# ---- design 1 ----
### Sizing map, design 1

The bar under the picture is 50 µm long.
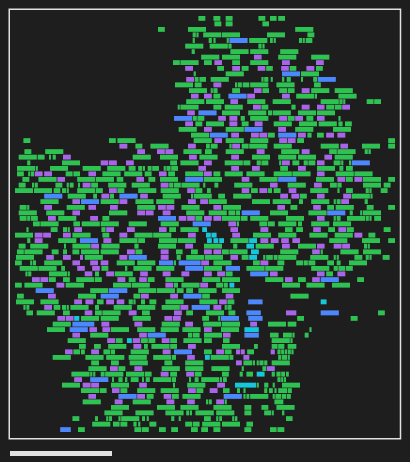

### src/rtl/rf8_burst_slave.sv
// Eight-word, 32-bit register file served over a simple request/burst bus.
// Bursts auto-increment the word pointer with modulo-8 wrap; reads stream one beat per cycle.
module rf8_burst_slave (
   input  logic        clk,
   input  logic        reset_n,
   input  logic        s_req,
   input  logic        s_wr,
   input  logic [2:0]  s_addr,
   input  logic [2:0]  s_len,
   input  logic        s_valid,
   input  logic [31:0] s_din,
   output logic        s_ready,
   output logic [31:0] s_dout,
   output logic        s_rvalid,
   output logic        s_busy,
   output logic        s_done
);

   typedef enum logic [1:0] {
      IDLE  = 2'd0,
      WRITE = 2'd1,
      READ  = 2'd2,
      DONE  = 2'd3
   } state_e;

   state_e      state_q;
   logic [2:0]  ptr_q;
   logic [2:0]  cnt_q;
   logic [2:0]  ptr_d;
   logic [31:0] regs_q [8];
   logic [7:0]  wrSel;
   logic [31:0] rdData;
   logic [31:0] dout_q;
   logic        rvalid_q;

   // The 3-bit add wraps naturally, giving the modulo-8 burst addressing.
   assign ptr_d  = ptr_q + 3'd1;
   assign rdData = regs_q[ptr_q];

   always_comb begin
      wrSel = '0;
      if (state_q == WRITE && s_valid) begin
         wrSel[ptr_q] = 1'b1;
      end
   end

   always_ff @(posedge clk or negedge reset_n) begin
      if (!reset_n) begin
         for (int i = 0; i < 8; i++) begin
            regs_q[i] <= '0;
         end
      end else begin
         for (int i = 0; i < 8; i++) begin
            if (wrSel[i]) begin
               regs_q[i] <= s_din;
            end
         end
      end
   end

   // cnt_q holds beats remaining minus one, so the last beat is the one seen with cnt_q == 0.
   always_ff @(posedge clk or negedge reset_n) begin
      if (!reset_n) begin
         state_q  <= IDLE;
         ptr_q    <= '0;
         cnt_q    <= '0;
         dout_q   <= '0;
         rvalid_q <= 1'b0;
      end else begin
         case (state_q)
            IDLE: begin
               if (s_req) begin
                  ptr_q   <= s_addr;
                  cnt_q   <= s_len;
                  state_q <= s_wr ? WRITE : READ;
               end
            end
            WRITE: begin
               if (s_valid) begin
                  ptr_q <= ptr_d;
                  if (cnt_q == 3'd0) begin
                     state_q <= DONE;
                  end else begin
                     cnt_q <= cnt_q - 3'd1;
                  end
               end
            end
            READ: begin
               dout_q   <= rdData;
               rvalid_q <= 1'b1;
               ptr_q    <= ptr_d;
               if (cnt_q == 3'd0) begin
                  state_q <= DONE;
               end else begin
                  cnt_q <= cnt_q - 3'd1;
               end
            end
            DONE: begin
               rvalid_q <= 1'b0;
               state_q  <= IDLE;
            end
            default: begin
               state_q <= IDLE;
            end
         endcase
      end
   end

   assign s_ready  = (state_q == WRITE);
   assign s_busy   = (state_q != IDLE);
   assign s_done   = (state_q == DONE);
   assign s_dout   = dout_q;
   assign s_rvalid = rvalid_q;

endmodule

### config.mk
export PLATFORM = sky130hd
export DESIGN_NAME = rf8_burst_slave
export DESIGN_NICKNAME = d
export VERILOG_FILES = /design/src/rtl/rf8_burst_slave.sv
export SDC_FILE = /design/constraint.sdc
export NUM_CORES = 1
export LEC_CHECK = 0
export CAP_MARGIN = 20
export CORE_ASPECT_RATIO = 1.1
export CORE_MARGIN = 2
export CORE_UTILIZATION = 35
export CTS_BUF_LIST = sky130_fd_sc_hd__clkbuf_16
export CTS_CLUSTER_SIZE = 12
export DETAILED_ROUTE_END_ITERATION = 10
export MAX_ROUTING_LAYER = met4
export PLACE_DENSITY = 0.64
export SYNTH_ARGS = -nofsm -noshare
export SYNTH_HDL_FRONTEND = slang
export SYNTH_SLANG_ARGS = --single-unit
### constraint.sdc
create_clock -name clk -period 4.9 [get_ports clk]
set_input_delay 1.47 -clock clk [delete_from_list [all_inputs] [get_ports clk]]
set_output_delay 1.47 -clock clk [all_outputs]
set_load 0.1 [all_outputs]
# ---- design 2 ----
**src/rtl/shift_add_pkg.sv**
```systemverilog
// Shared types and helpers for the shift-and-add reduction tree.
// Default sizing matches the 8-lane, 3-level configuration.
package shift_add_pkg;

    localparam int unsigned DEF_NUM_IN    = 8;
    localparam int unsigned DEF_LEVELS    = $clog2(DEF_NUM_IN);
    localparam int unsigned DEF_MODE_BITS = $clog2(DEF_LEVELS + 1);

    typedef logic [DEF_MODE_BITS-1:0] mode_t;

    function automatic int unsigned lanes_active(input int unsigned num_in, input int unsigned mode);
        return num_in >> mode;
    endfunction

    function automatic int unsigned level_shift(input int unsigned slice_bits, input int unsigned k);
        return slice_bits << k;
    endfunction

endpackage

```
**src/rtl/shift_add_level.sv**
```systemverilog
// One register stage of the reduction tree: pairwise (hi << SHIFT) + lo
// when this level is enabled by the beat's mode, otherwise a straight copy.
module shift_add_level
    import shift_add_pkg::*;
#(
    parameter int unsigned LANES     = 8,
    parameter int unsigned OUT_WIDTH = 32,
    parameter int unsigned SHIFT     = 2,
    parameter int unsigned LEVEL_IDX = 0,
    parameter int unsigned MODE_W    = 2
) (
    input  logic                             clk,
    input  logic                             rst,
    input  logic                             up_valid,
    input  logic [LANES-1:0][OUT_WIDTH-1:0]  up_data,
    input  logic [MODE_W-1:0]                up_mode,
    input  logic                             dn_ready,
    output logic                             valid_q,
    output logic [LANES-1:0][OUT_WIDTH-1:0]  data_q,
    output logic [MODE_W-1:0]                mode_q
);

    localparam int unsigned PAIRS = lanes_active(LANES, LEVEL_IDX) / 2;

    logic                             local_ready;
    logic                             load;
    logic                             valid_d;
    logic [LANES-1:0][OUT_WIDTH-1:0]  comb_data;
    logic [LANES-1:0][OUT_WIDTH-1:0]  data_d;
    logic [MODE_W-1:0]                mode_d;

    assign local_ready = !valid_q || dn_ready;
    assign load        = up_valid && local_ready;

    always_comb begin
        comb_data = '0;
        if (32'(up_mode) > LEVEL_IDX) begin
            for (int unsigned j = 0; j < PAIRS; j++) begin
                comb_data[j] = (up_data[2*j+1] << SHIFT) + up_data[2*j];
            end
        end else begin
            comb_data = up_data;
        end
    end

    always_comb begin
        valid_d = local_ready ? up_valid : valid_q;
        data_d  = load ? comb_data : data_q;
        mode_d  = load ? up_mode : mode_q;
    end

    always_ff @(posedge clk) begin
        if (rst) begin
            valid_q <= 1'b0;
            data_q  <= '0;
            mode_q  <= '0;
        end else begin
            valid_q <= valid_d;
            data_q  <= data_d;
            mode_q  <= mode_d;
        end
    end

endmodule

```
**src/rtl/shift_add_tree_pipe.sv**
```systemverilog
// Pipelined shift-and-add reduction tree with per-beat level count (mode)
// and valid/ready handshakes on both sides; one register stage per level.
module shift_add_tree_pipe
    import shift_add_pkg::*;
#(
    parameter int unsigned NUM_IN     = 8,
    parameter int unsigned IN_WIDTH   = 10,
    parameter int unsigned SLICE_BITS = 2,
    parameter int unsigned OUT_WIDTH  = 32
) (
    input  logic                                 clk,
    input  logic                                 rst,
    input  logic                                 in_valid,
    output logic                                 in_ready,
    input  logic [NUM_IN-1:0][IN_WIDTH-1:0]      in_data,
    input  logic [$clog2($clog2(NUM_IN)+1)-1:0]  in_mode,
    output logic                                 out_valid,
    input  logic                                 out_ready,
    output logic [NUM_IN-1:0][OUT_WIDTH-1:0]     out_data,
    output logic [$clog2($clog2(NUM_IN)+1)-1:0]  out_mode
);

    localparam int unsigned LEVELS = $clog2(NUM_IN);
    localparam int unsigned MODE_W = $clog2(LEVELS + 1);

    logic [NUM_IN-1:0][OUT_WIDTH-1:0]  ent_data;
    logic [MODE_W-1:0]                 ent_mode;
    logic [NUM_IN-1:0][OUT_WIDTH-1:0]  q_data [LEVELS];
    logic [MODE_W-1:0]                 q_mode [LEVELS];
    logic [LEVELS-1:0]                 q_valid;
    logic [LEVELS:0]                   rdy;

    always_comb begin
        ent_data = '0;
        for (int unsigned i = 0; i < NUM_IN; i++) begin
            ent_data[i] = OUT_WIDTH'($signed(in_data[i]));
        end
        ent_mode = (32'(in_mode) > LEVELS) ? MODE_W'(LEVELS) : in_mode;
    end

    // Ready chain evaluated back-to-front from the stage valid bits so that
    // a full pipe unblocks in the same cycle out_ready rises.
    always_comb begin
        logic chain;
        rdy   = '0;
        chain = out_ready;
        rdy[LEVELS] = chain;
        for (int k = int'(LEVELS) - 1; k >= 0; k--) begin
            chain  = !q_valid[k] || chain;
            rdy[k] = chain;
        end
    end

    assign in_ready = rdy[0];

    for (genvar k = 0; k < LEVELS; k++) begin : g_level
        logic                             up_valid;
        logic [NUM_IN-1:0][OUT_WIDTH-1:0] up_data;
        logic [MODE_W-1:0]                up_mode;

        if (k == 0) begin : g_first
            assign up_valid = in_valid;
            assign up_data  = ent_data;
            assign up_mode  = ent_mode;
        end else begin : g_next
            assign up_valid = q_valid[k-1];
            assign up_data  = q_data[k-1];
            assign up_mode  = q_mode[k-1];
        end

        shift_add_level #(
            .LANES     (NUM_IN),
            .OUT_WIDTH (OUT_WIDTH),
            .SHIFT     (level_shift(SLICE_BITS, k)),
            .LEVEL_IDX (k),
            .MODE_W    (MODE_W)
        ) u_level (
            .clk      (clk),
            .rst      (rst),
            .up_valid (up_valid),
            .up_data  (up_data),
            .up_mode  (up_mode),
            .dn_ready (rdy[k+1]),
            .valid_q  (q_valid[k]),
            .data_q   (q_data[k]),
            .mode_q   (q_mode[k])
        );
    end

    assign out_valid = q_valid[LEVELS-1];
    assign out_data  = q_data[LEVELS-1];
    assign out_mode  = q_mode[LEVELS-1];

endmodule

```
**config.mk**
```make
export PLATFORM = sky130hd
export DESIGN_NAME = shift_add_tree_pipe
export DESIGN_NICKNAME = d
export VERILOG_FILES = /design/src/rtl/shift_add_pkg.sv /design/src/rtl/shift_add_level.sv /design/src/rtl/shift_add_tree_pipe.sv
export SDC_FILE = /design/constraint.sdc
export NUM_CORES = 1
export LEC_CHECK = 0
export CAP_MARGIN = 25
export CORE_MARGIN = 4
export CORE_UTILIZATION = 40
export CTS_BUF_LIST = sky130_fd_sc_hd__clkbuf_16
export DETAILED_ROUTE_END_ITERATION = 7
export PLACE_DENSITY = 0.62
export REMOVE_ABC_BUFFERS = 1
export SYNTH_ARGS = -nofsm -noshare
export SYNTH_HDL_FRONTEND = slang
export SYNTH_SLANG_ARGS = --single-unit
```
**constraint.sdc**
```tcl
create_clock -name clk -period 3.82 [get_ports clk]
set_input_delay 0.764 -clock clk [delete_from_list [all_inputs] [get_ports clk]]
set_output_delay 0.764 -clock clk [all_outputs]
set_load 0.02 [all_outputs]
```
# ---- design 3 ----
[src/rtl/line_measure_pkg.sv]
// Shared types for the line_measure video timing measurement block.
package line_measure_pkg;

  localparam int ACT_W = 12;
  localparam int TOT_W = 12;
  localparam int LIN_W = 11;

  typedef enum logic [1:0] {SEARCH, TRACK, LOCKED} state_t;

  typedef struct packed {
    logic [ACT_W-1:0] act;
    logic [TOT_W-1:0] tot;
    logic [LIN_W-1:0] lines;
    logic             intl;
  } meas_t;

endpackage

[src/rtl/hvf_edge_detect.sv]
// Input register for the HVF flags plus registered rise/fall strobes.
module hvf_edge_detect (
  input  logic       clk,
  input  logic       reset,
  input  logic [2:0] hvf_in,
  output logic [2:0] hvf_lvl,
  output logic [2:0] hvf_rise,
  output logic [2:0] hvf_fall
);

  logic [2:0] s1_reg;
  logic [2:0] s2_reg;
  logic [1:0] primed_reg;

  // Strobes stay quiet until s2 holds a real sample, so reset never fakes an edge.
  always_ff @(posedge clk) begin
    if (reset) begin
      s1_reg     <= '0;
      s2_reg     <= '0;
      primed_reg <= '0;
      hvf_lvl    <= '0;
      hvf_rise   <= '0;
      hvf_fall   <= '0;
    end else begin
      s1_reg     <= hvf_in;
      s2_reg     <= s1_reg;
      primed_reg <= {primed_reg[0], 1'b1};
      hvf_lvl    <= s1_reg;
      hvf_rise   <= primed_reg[1] ? (s1_reg & ~s2_reg) : 3'b000;
      hvf_fall   <= primed_reg[1] ? (~s1_reg & s2_reg) : 3'b000;
    end
  end

endmodule

[src/rtl/line_measure.sv]
// Measures active/total samples per line, lines per frame and scan type; locks after
// LOCK_FRAMES identical frames. Optional LINE_MEASURE_WATCHDOG_EN drops lock on a dead input.
module line_measure
  import line_measure_pkg::*;
#(
  parameter int LOCK_FRAMES = 3,
  parameter int TIMEOUT     = 8192
) (
  input  logic             clk,
  input  logic             reset,
  input  logic [2:0]       hvf_in,
  output logic [ACT_W-1:0] number_active,
  output logic [TOT_W-1:0] samples_per_line,
  output logic [LIN_W-1:0] lines_per_frame,
  output logic             interlaced,
  output logic             is_ok,
  output logic             fmt_change
);

  localparam logic [ACT_W-1:0] ACT_MAX   = '1;
  localparam logic [TOT_W-1:0] TOT_MAX   = '1;
  localparam logic [LIN_W-1:0] LIN_MAX   = '1;
  localparam logic [3:0]       MATCH_MAX = '1;
  localparam logic [3:0]       LOCK_N    = 4'(LOCK_FRAMES);

  logic [2:0] lvl, rise, fall;
  logic h_rise, h_fall, prev_v, frame_bnd, wd_expire, unused_sink;

  hvf_edge_detect u_edge (
    .clk      (clk),
    .reset    (reset),
    .hvf_in   (hvf_in),
    .hvf_lvl  (lvl),
    .hvf_rise (rise),
    .hvf_fall (fall)
  );

  assign h_rise      = rise[0];
  assign h_fall      = fall[0];
  // V level of the cycle before, i.e. of the line that an H rise is closing.
  assign prev_v      = (lvl[1] & ~rise[1]) | fall[1];
  assign frame_bnd   = rise[1] & ~lvl[2];
  assign unused_sink = ^{rise[2], fall[2], (TIMEOUT > 0)};

  logic [ACT_W-1:0] act_cnt_reg, line_act_reg, line_act_next;
  logic [TOT_W-1:0] tot_cnt_reg, prev_tot_reg;
  logic [LIN_W-1:0] line_cnt_reg, lines_now;
  logic have_prev_reg, line_err_reg, sat_reg, f_seen_reg;
  logic sat_now, tot_err, meas_valid;
  meas_t meas;

  always_comb begin
    line_act_next = (h_rise && !prev_v) ? act_cnt_reg : line_act_reg;
    lines_now     = !h_rise ? line_cnt_reg :
                    (line_cnt_reg == LIN_MAX) ? LIN_MAX : line_cnt_reg + 1'b1;
    sat_now       = (act_cnt_reg == ACT_MAX) || (tot_cnt_reg == TOT_MAX) || (line_cnt_reg == LIN_MAX);
    tot_err       = h_rise && have_prev_reg && (tot_cnt_reg != prev_tot_reg);
    meas          = '{act: line_act_next, tot: tot_cnt_reg, lines: lines_now, intl: f_seen_reg | lvl[2]};
    meas_valid    = !(line_err_reg || tot_err || sat_reg || sat_now);
  end

  // Counters include the current cycle when they restart, so a closed line reads its true length.
  always_ff @(posedge clk) begin
    if (reset) begin
      act_cnt_reg   <= '0;
      tot_cnt_reg   <= '0;
      line_act_reg  <= '0;
      prev_tot_reg  <= '0;
      line_cnt_reg  <= '0;
      have_prev_reg <= 1'b0;
      line_err_reg  <= 1'b0;
      sat_reg       <= 1'b0;
      f_seen_reg    <= 1'b0;
    end else begin
      if (h_fall)
        act_cnt_reg <= {{(ACT_W-1){1'b0}}, ~lvl[1]};
      else if (!lvl[0] && !lvl[1] && act_cnt_reg != ACT_MAX)
        act_cnt_reg <= act_cnt_reg + 1'b1;
      if (h_rise)
        tot_cnt_reg <= {{(TOT_W-1){1'b0}}, 1'b1};
      else if (tot_cnt_reg != TOT_MAX)
        tot_cnt_reg <= tot_cnt_reg + 1'b1;
      sat_reg    <= sat_reg | sat_now;
      f_seen_reg <= f_seen_reg | lvl[2];
      if (h_rise) begin
        line_act_reg  <= line_act_next;
        prev_tot_reg  <= tot_cnt_reg;
        have_prev_reg <= 1'b1;
        line_cnt_reg  <= lines_now;
        line_err_reg  <= line_err_reg | tot_err;
      end
      if (frame_bnd) begin
        line_cnt_reg  <= '0;
        have_prev_reg <= 1'b0;
        line_err_reg  <= 1'b0;
        sat_reg       <= 1'b0;
        f_seen_reg    <= 1'b0;
      end
    end
  end

`ifdef LINE_MEASURE_WATCHDOG_EN
  localparam int WD_W = $clog2(TIMEOUT);
  logic [WD_W-1:0] wd_cnt_reg;

  assign wd_expire = !h_rise && (wd_cnt_reg == WD_W'(TIMEOUT - 1));

  always_ff @(posedge clk) begin
    if (reset || h_rise || wd_expire)
      wd_cnt_reg <= '0;
    else
      wd_cnt_reg <= wd_cnt_reg + 1'b1;
  end
`else
  assign wd_expire = 1'b0;
`endif

  state_t state_reg, state_next;
  logic [3:0] match_reg, match_next;
  meas_t ref_reg, ref_next, out_reg;
  logic load_out, fmt_next, is_ok_reg, fmt_reg;

  always_comb begin
    state_next = state_reg;
    match_next = match_reg;
    ref_next   = ref_reg;
    fmt_next   = 1'b0;
    load_out   = 1'b0;
    case (state_reg)
      SEARCH: if (frame_bnd) begin
        state_next = TRACK;
        match_next = '0;
      end
      TRACK: if (frame_bnd) begin
        if (!meas_valid)
          match_next = '0;
        else if (meas == ref_reg)
          match_next = (match_reg == MATCH_MAX) ? match_reg : match_reg + 1'b1;
        else begin
          ref_next   = meas;
          match_next = 4'd1;
        end
        if (match_next >= LOCK_N) state_next = LOCKED;
        load_out = (match_next != 4'd0);
      end
      LOCKED: if (frame_bnd) begin
        if (meas_valid && meas == ref_reg)
          load_out = 1'b1;
        else begin
          state_next = TRACK;
          fmt_next   = 1'b1;
          ref_next   = meas;
          match_next = meas_valid ? 4'd1 : 4'd0;
          load_out   = meas_valid;
        end
      end
      default: state_next = SEARCH;
    endcase
    if (wd_expire) begin
      state_next = SEARCH;
      match_next = '0;
      load_out   = 1'b0;
      fmt_next   = (state_reg == LOCKED);
    end
  end

  always_ff @(posedge clk) begin
    if (reset) begin
      state_reg <= SEARCH;
      match_reg <= '0;
      ref_reg   <= '0;
      out_reg   <= '0;
      is_ok_reg <= 1'b0;
      fmt_reg   <= 1'b0;
    end else begin
      state_reg <= state_next;
      match_reg <= match_next;
      ref_reg   <= ref_next;
      if (load_out) out_reg <= ref_next;
      is_ok_reg <= (state_next == LOCKED);
      fmt_reg   <= fmt_next;
    end
  end

  assign number_active    = out_reg.act;
  assign samples_per_line = out_reg.tot;
  assign lines_per_frame  = out_reg.lines;
  assign interlaced       = out_reg.intl;
  assign is_ok            = is_ok_reg;
  assign fmt_change       = fmt_reg;

endmodule

[config.mk]
export PLATFORM = sky130hd
export DESIGN_NAME = line_measure
export DESIGN_NICKNAME = d
export VERILOG_FILES = /design/src/rtl/line_measure_pkg.sv /design/src/rtl/hvf_edge_detect.sv /design/src/rtl/line_measure.sv
export SDC_FILE = /design/constraint.sdc
export NUM_CORES = 1
export LEC_CHECK = 0
export CAP_MARGIN = 5
export CELL_PAD_IN_SITES_DETAIL_PLACEMENT = 1
export CELL_PAD_IN_SITES_GLOBAL_PLACEMENT = 1
export CORE_UTILIZATION = 50
export DETAILED_ROUTE_END_ITERATION = 10
export GPL_ROUTABILITY_DRIVEN = 1
export PLACE_DENSITY_LB_ADDON = 0.3
export SKIP_CTS_REPAIR_TIMING = 1
export SKIP_LAST_GASP = 1
export SLEW_MARGIN = 20
export SYNTH_ARGS = -nofsm -noshare
export SYNTH_HDL_FRONTEND = slang
export SYNTH_SLANG_ARGS = --single-unit
[constraint.sdc]
create_clock -name clk -period 4.9 [get_ports clk]
set_clock_uncertainty 0.05 [all_clocks]
set_input_delay 0.98 -clock clk [delete_from_list [all_inputs] [get_ports clk]]
set_output_delay 0.98 -clock clk [all_outputs]
set_load 0.02 [all_outputs]
### Cell placement, design 3

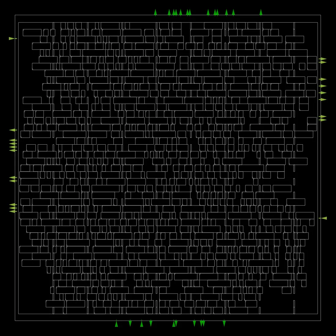
FP Rows: 43
Seq cells: 155
Core Area: 0.0140 mm²
Core Util, Final: 0.585

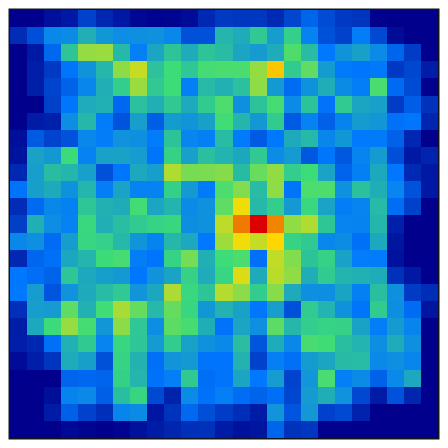
*Wire density map, design 3*
25 x 25 tiles, from dark blue (low) to red (high), scaled to the fullest tile. Values are wire area over tile area, all layers added.
densest ninth of the die	centre
fullest tile	0.73
nearly empty tiles	9.3%

==> reports/qor.txt, design 3 <==
Synth area leaders: dfxtp_1 (43%), xor2_1 (5.1%), a221o_1 (4.4%)
Arr. time, crit path: 4240 ps
Ys Warns: 0
Crit-path slowest cell: and3_1
Top cell excl fill/tap: dfxtp_1
Antenna violation net count after detailed routing: 0
Fa+ha+maj area frac: 0.0137
Outcome: complete, no violations
DRC: 0
Hold slack: 403 ps
Most instantiated cells after synthesis: dfxtp_1 (155), nor2_1 (78), xor2_1 (42)
Seq area share: 0.378
Hold worst-path end: u_edge.hvf_fall[0]
Fillers: 1553
GRT Residual Overflow: 0
Nets: 795
Largest stage delay, worst path: 490 ps
Final wirelength: 20700 µm
Sum Neg Setup Slack: 0 ps
Setup crit start: u_edge.hvf_rise[0]
Fin crit share: 0.812
Net Sw Frac: 0.228
Post-route cell area: 0.00821 mm²
Post-synth EDFFs: 0
Tool Warnings: 29
Pre-antenna DRT Iters: 5
CTS tree: yes
Clkbuf count: 21
Final hold vios: 0
Uppermost layer routed: met4
ANT cells: 0
Crit. End Element: register
Worst r2r src: u_edge.hvf_rise[0]
Buffers, non-clock: 50
Worst slew margin: 0.437
Final setup fails: 0
Max-capacitance violation count: 0
Antenna violations before repair: 0
Dpl hpwl: 14000 µm
H-Tree Depth: 4
Top-area cell share: 0.426
Crit path DRT: 5160 ps
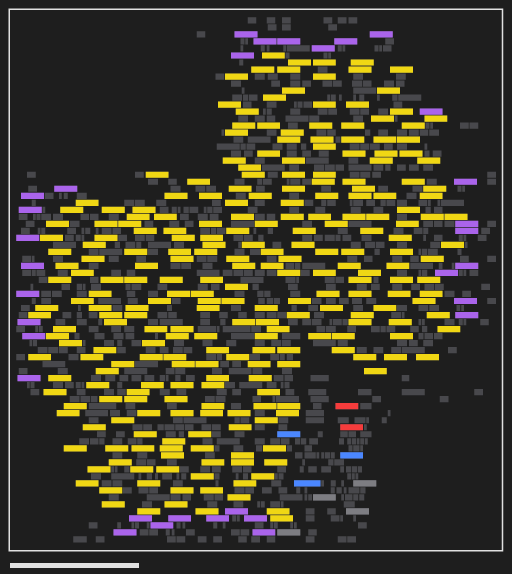
*Sequential cells coloured by netlist name, design 1*
The bar under the picture is 50 µm long. Other sequential cells in the stronger grey, the rest of the logic in the fainter grey.
signal	colour	flops
regs_q	yellow	256
state_q	red	2
s_dout	purple	32
ptr_q	blue	3
Seq group: 4.19 mW
Seq area share: 0.478
Register Area: 0.00744 mm²
Core Util, Final: 0.409

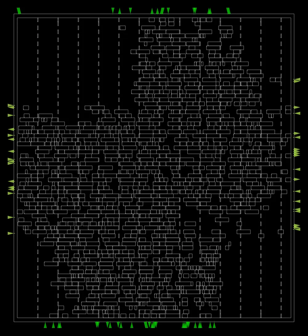
*Cell placement, design 1*
post-route non-filler standard cell count: 1562
FP Rows: 75
fillers: 3531
Seq cells: 297

About 'Sizing map' of design 1:
size	colour	cells	share	most used
drive 6 and up	blue	46	4.3%	clkbuf_16
drive 2	purple	245	23%	mux2_2
drive 1 or less	green	752	71%	dfrtp_1
drive 3 to 4	cyan	18	1.7%	buf_4
Buffers, non-clock: 90
Layout Area Growth over Synthesis: 15.9%
Final WS setup: 885 ps
post-route cell area: 0.0156 mm²

==> reports/qor.txt, design 1 <==
Outcome: complete, no violations
Simple-gate share of the synthesized area: 0.0403
Top FF cell, synth: dfrtp_1
DRC: 0
Hold_buf cts: 0
Fin crit share: 0.819
Worst hold start: regs_q[33]
M2 GR Usage: 0.242
Cell with the most instances after synthesis: dfrtp_1
Die height: 209 µm
Post-Place Setup Slack: 1150 ps
First-pass GRT wire length: 46200 µm
Die span in x: 191 µm
Max reg flops: 256
YS chip area: 0.0134 mm²
Seq share, synth: 0.554
Total Power: 11.4 mW
Clock group total power: 2.41 mW
Non-clock buffer share: 0.0579
RePlAce Congestion: 0.715
Hold Path Class: reg -> reg
Met3 usage: 0.0232
Arr. time, crit path: 2550 ps
Crit. End Element: output pin
Antenna violation net count after detailed routing: 0
Clock skew: 16.3 ps
H-Tree Depth: 2
Setup crit start: state_q[1]
Final hold vios: 0
Post-CTS resize count: 0
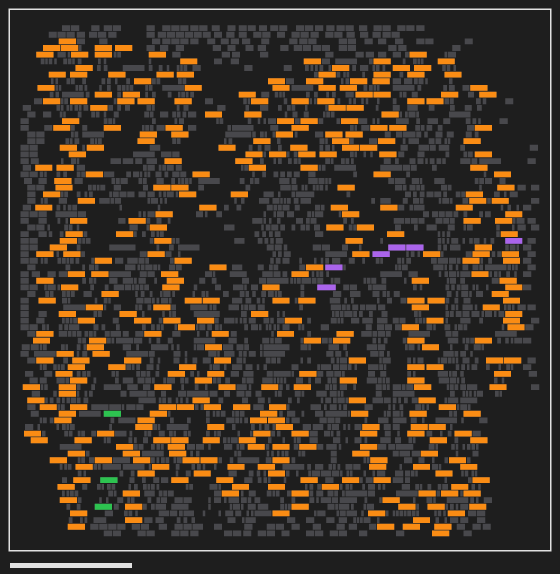
*Sequential cells coloured by netlist name, design 2*
The bar under the picture is 50 µm long. Other cells in grey.
signal	colour	flops
g_level.u_level.valid_q	green	3
g_level.u_level.data_q	orange	352
g_level.u_level.mode_q	purple	6

==> reports/qor.txt, design 2 <==
Post-synth regs: 361
Post-CTS resize count: 0
Top cell excl fill/tap: dfxtp_1
Post-Place Setup Slack: 305 ps
Fin crit share: 0.780
Initial DRC count: 774
Crit path DRT: 3060 ps
Total CTS buffers: 42
Seq area share: 0.321
GRT Residual Overflow: 0
Post-Synth XOR/XNOR Area: 0.0314
Clock sink count: 361
Vias in the first global route: 16007
RePlAce Congestion: 0.859
Seq group: 4.01 mW
Hold Path Class: reg -> reg
Complex Gates by Area: 0.193
Top-area cell share: 0.399
Vias: 16117
CTS tree: yes
Setup crit start: out_ready
Fa+ha+maj area frac: 0.0691
Post-route non-filler standard cell count: 3027
Sum Neg Setup Slack: 0 ps
Met3 wire len: 2410 µm
Root buffer cell: clkbuf_16
Slew @ Worst Pin: 1010 ps
Hold path cells: 2
Seq cells: 361
Post-Route M1 WL: 23800 µm
Dpl hpwl: 37700 µm
Biggest register: g_level.u_level.data_q
Outcome: complete, no violations
Regs by FF count: g_level.u_level.data_q: 352 flops, g_level.u_level.mode_q: 6 flops, g_level.u_level.valid_q: 3 flops
Fillers: 4337
#MultiIn Comb: 1582
Post-synth EDFFs: 0
R2r endpoint: g_level[1].u_level.data_q[28]
Syn avg cell area: 8.02 µm²
DP Area: 0.0212 mm²
Synth area leaders: dfxtp_1 (40%), a21oi_1 (8.7%), nand2_1 (6.5%)
Clock buf/inv share: 0.0590
Hold_buf cts: 0
I/O Buffers: 345
Pwr top: registers
ANT cells: 4
Uppermost layer routed: met5
Clock power share: 0.425
Reg2Reg Setup Slack: 920 ps
Post-route cell area: 0.0225 mm²
Hold worst-path end: g_level[0].u_level.data_q[197]
Comb area share: 0.412
Distinct lib cells: 69
P_comb: 1.27 mW
Lkg Pwr: 8.75 nW
Logic inverters: 34
# Taps: 592
Crit-path slowest cell: clkdlybuf4s50_1
Register Area: 0.00723 mm²
Logic gate share of total power: 0.139
Largest family of logic cells by area: simple AND/OR/NAND/NOR gates
WL per Instance: 17.8 µm
Die span in x: 221 µm
Simple-gate share of the synthesized area: 0.207
Top FF cell, synth: dfxtp_1
CP top delay family: buffers and inverters
Layout Area Growth over Synthesis: 24.3%
Core Area: 0.0445 mm²
VDD IR max: 0.352 mV


==> layout pictures side by side <==
Routed clock nets over the placement.
picture 1
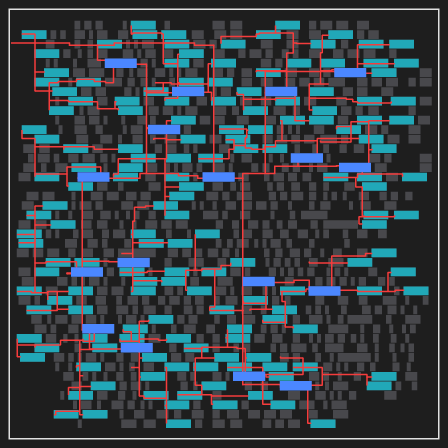
picture 2
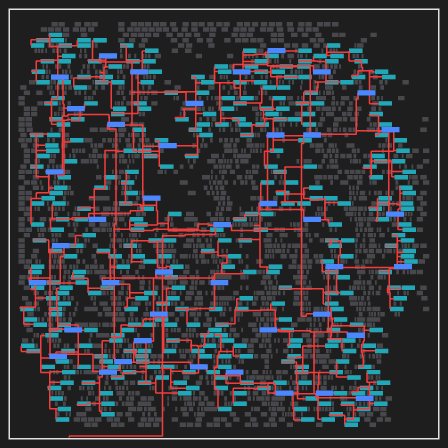
picture 3
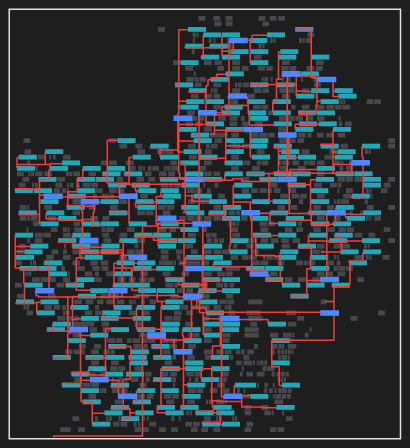
Picture 2 is design 2.
Picture 3 is design 1.
Picture 1 is design 3.
- fewest sequential cells: picture 1
- most sequential cells: picture 2

Power figures rest on the tool's default switching activity, not on a simulated workload.
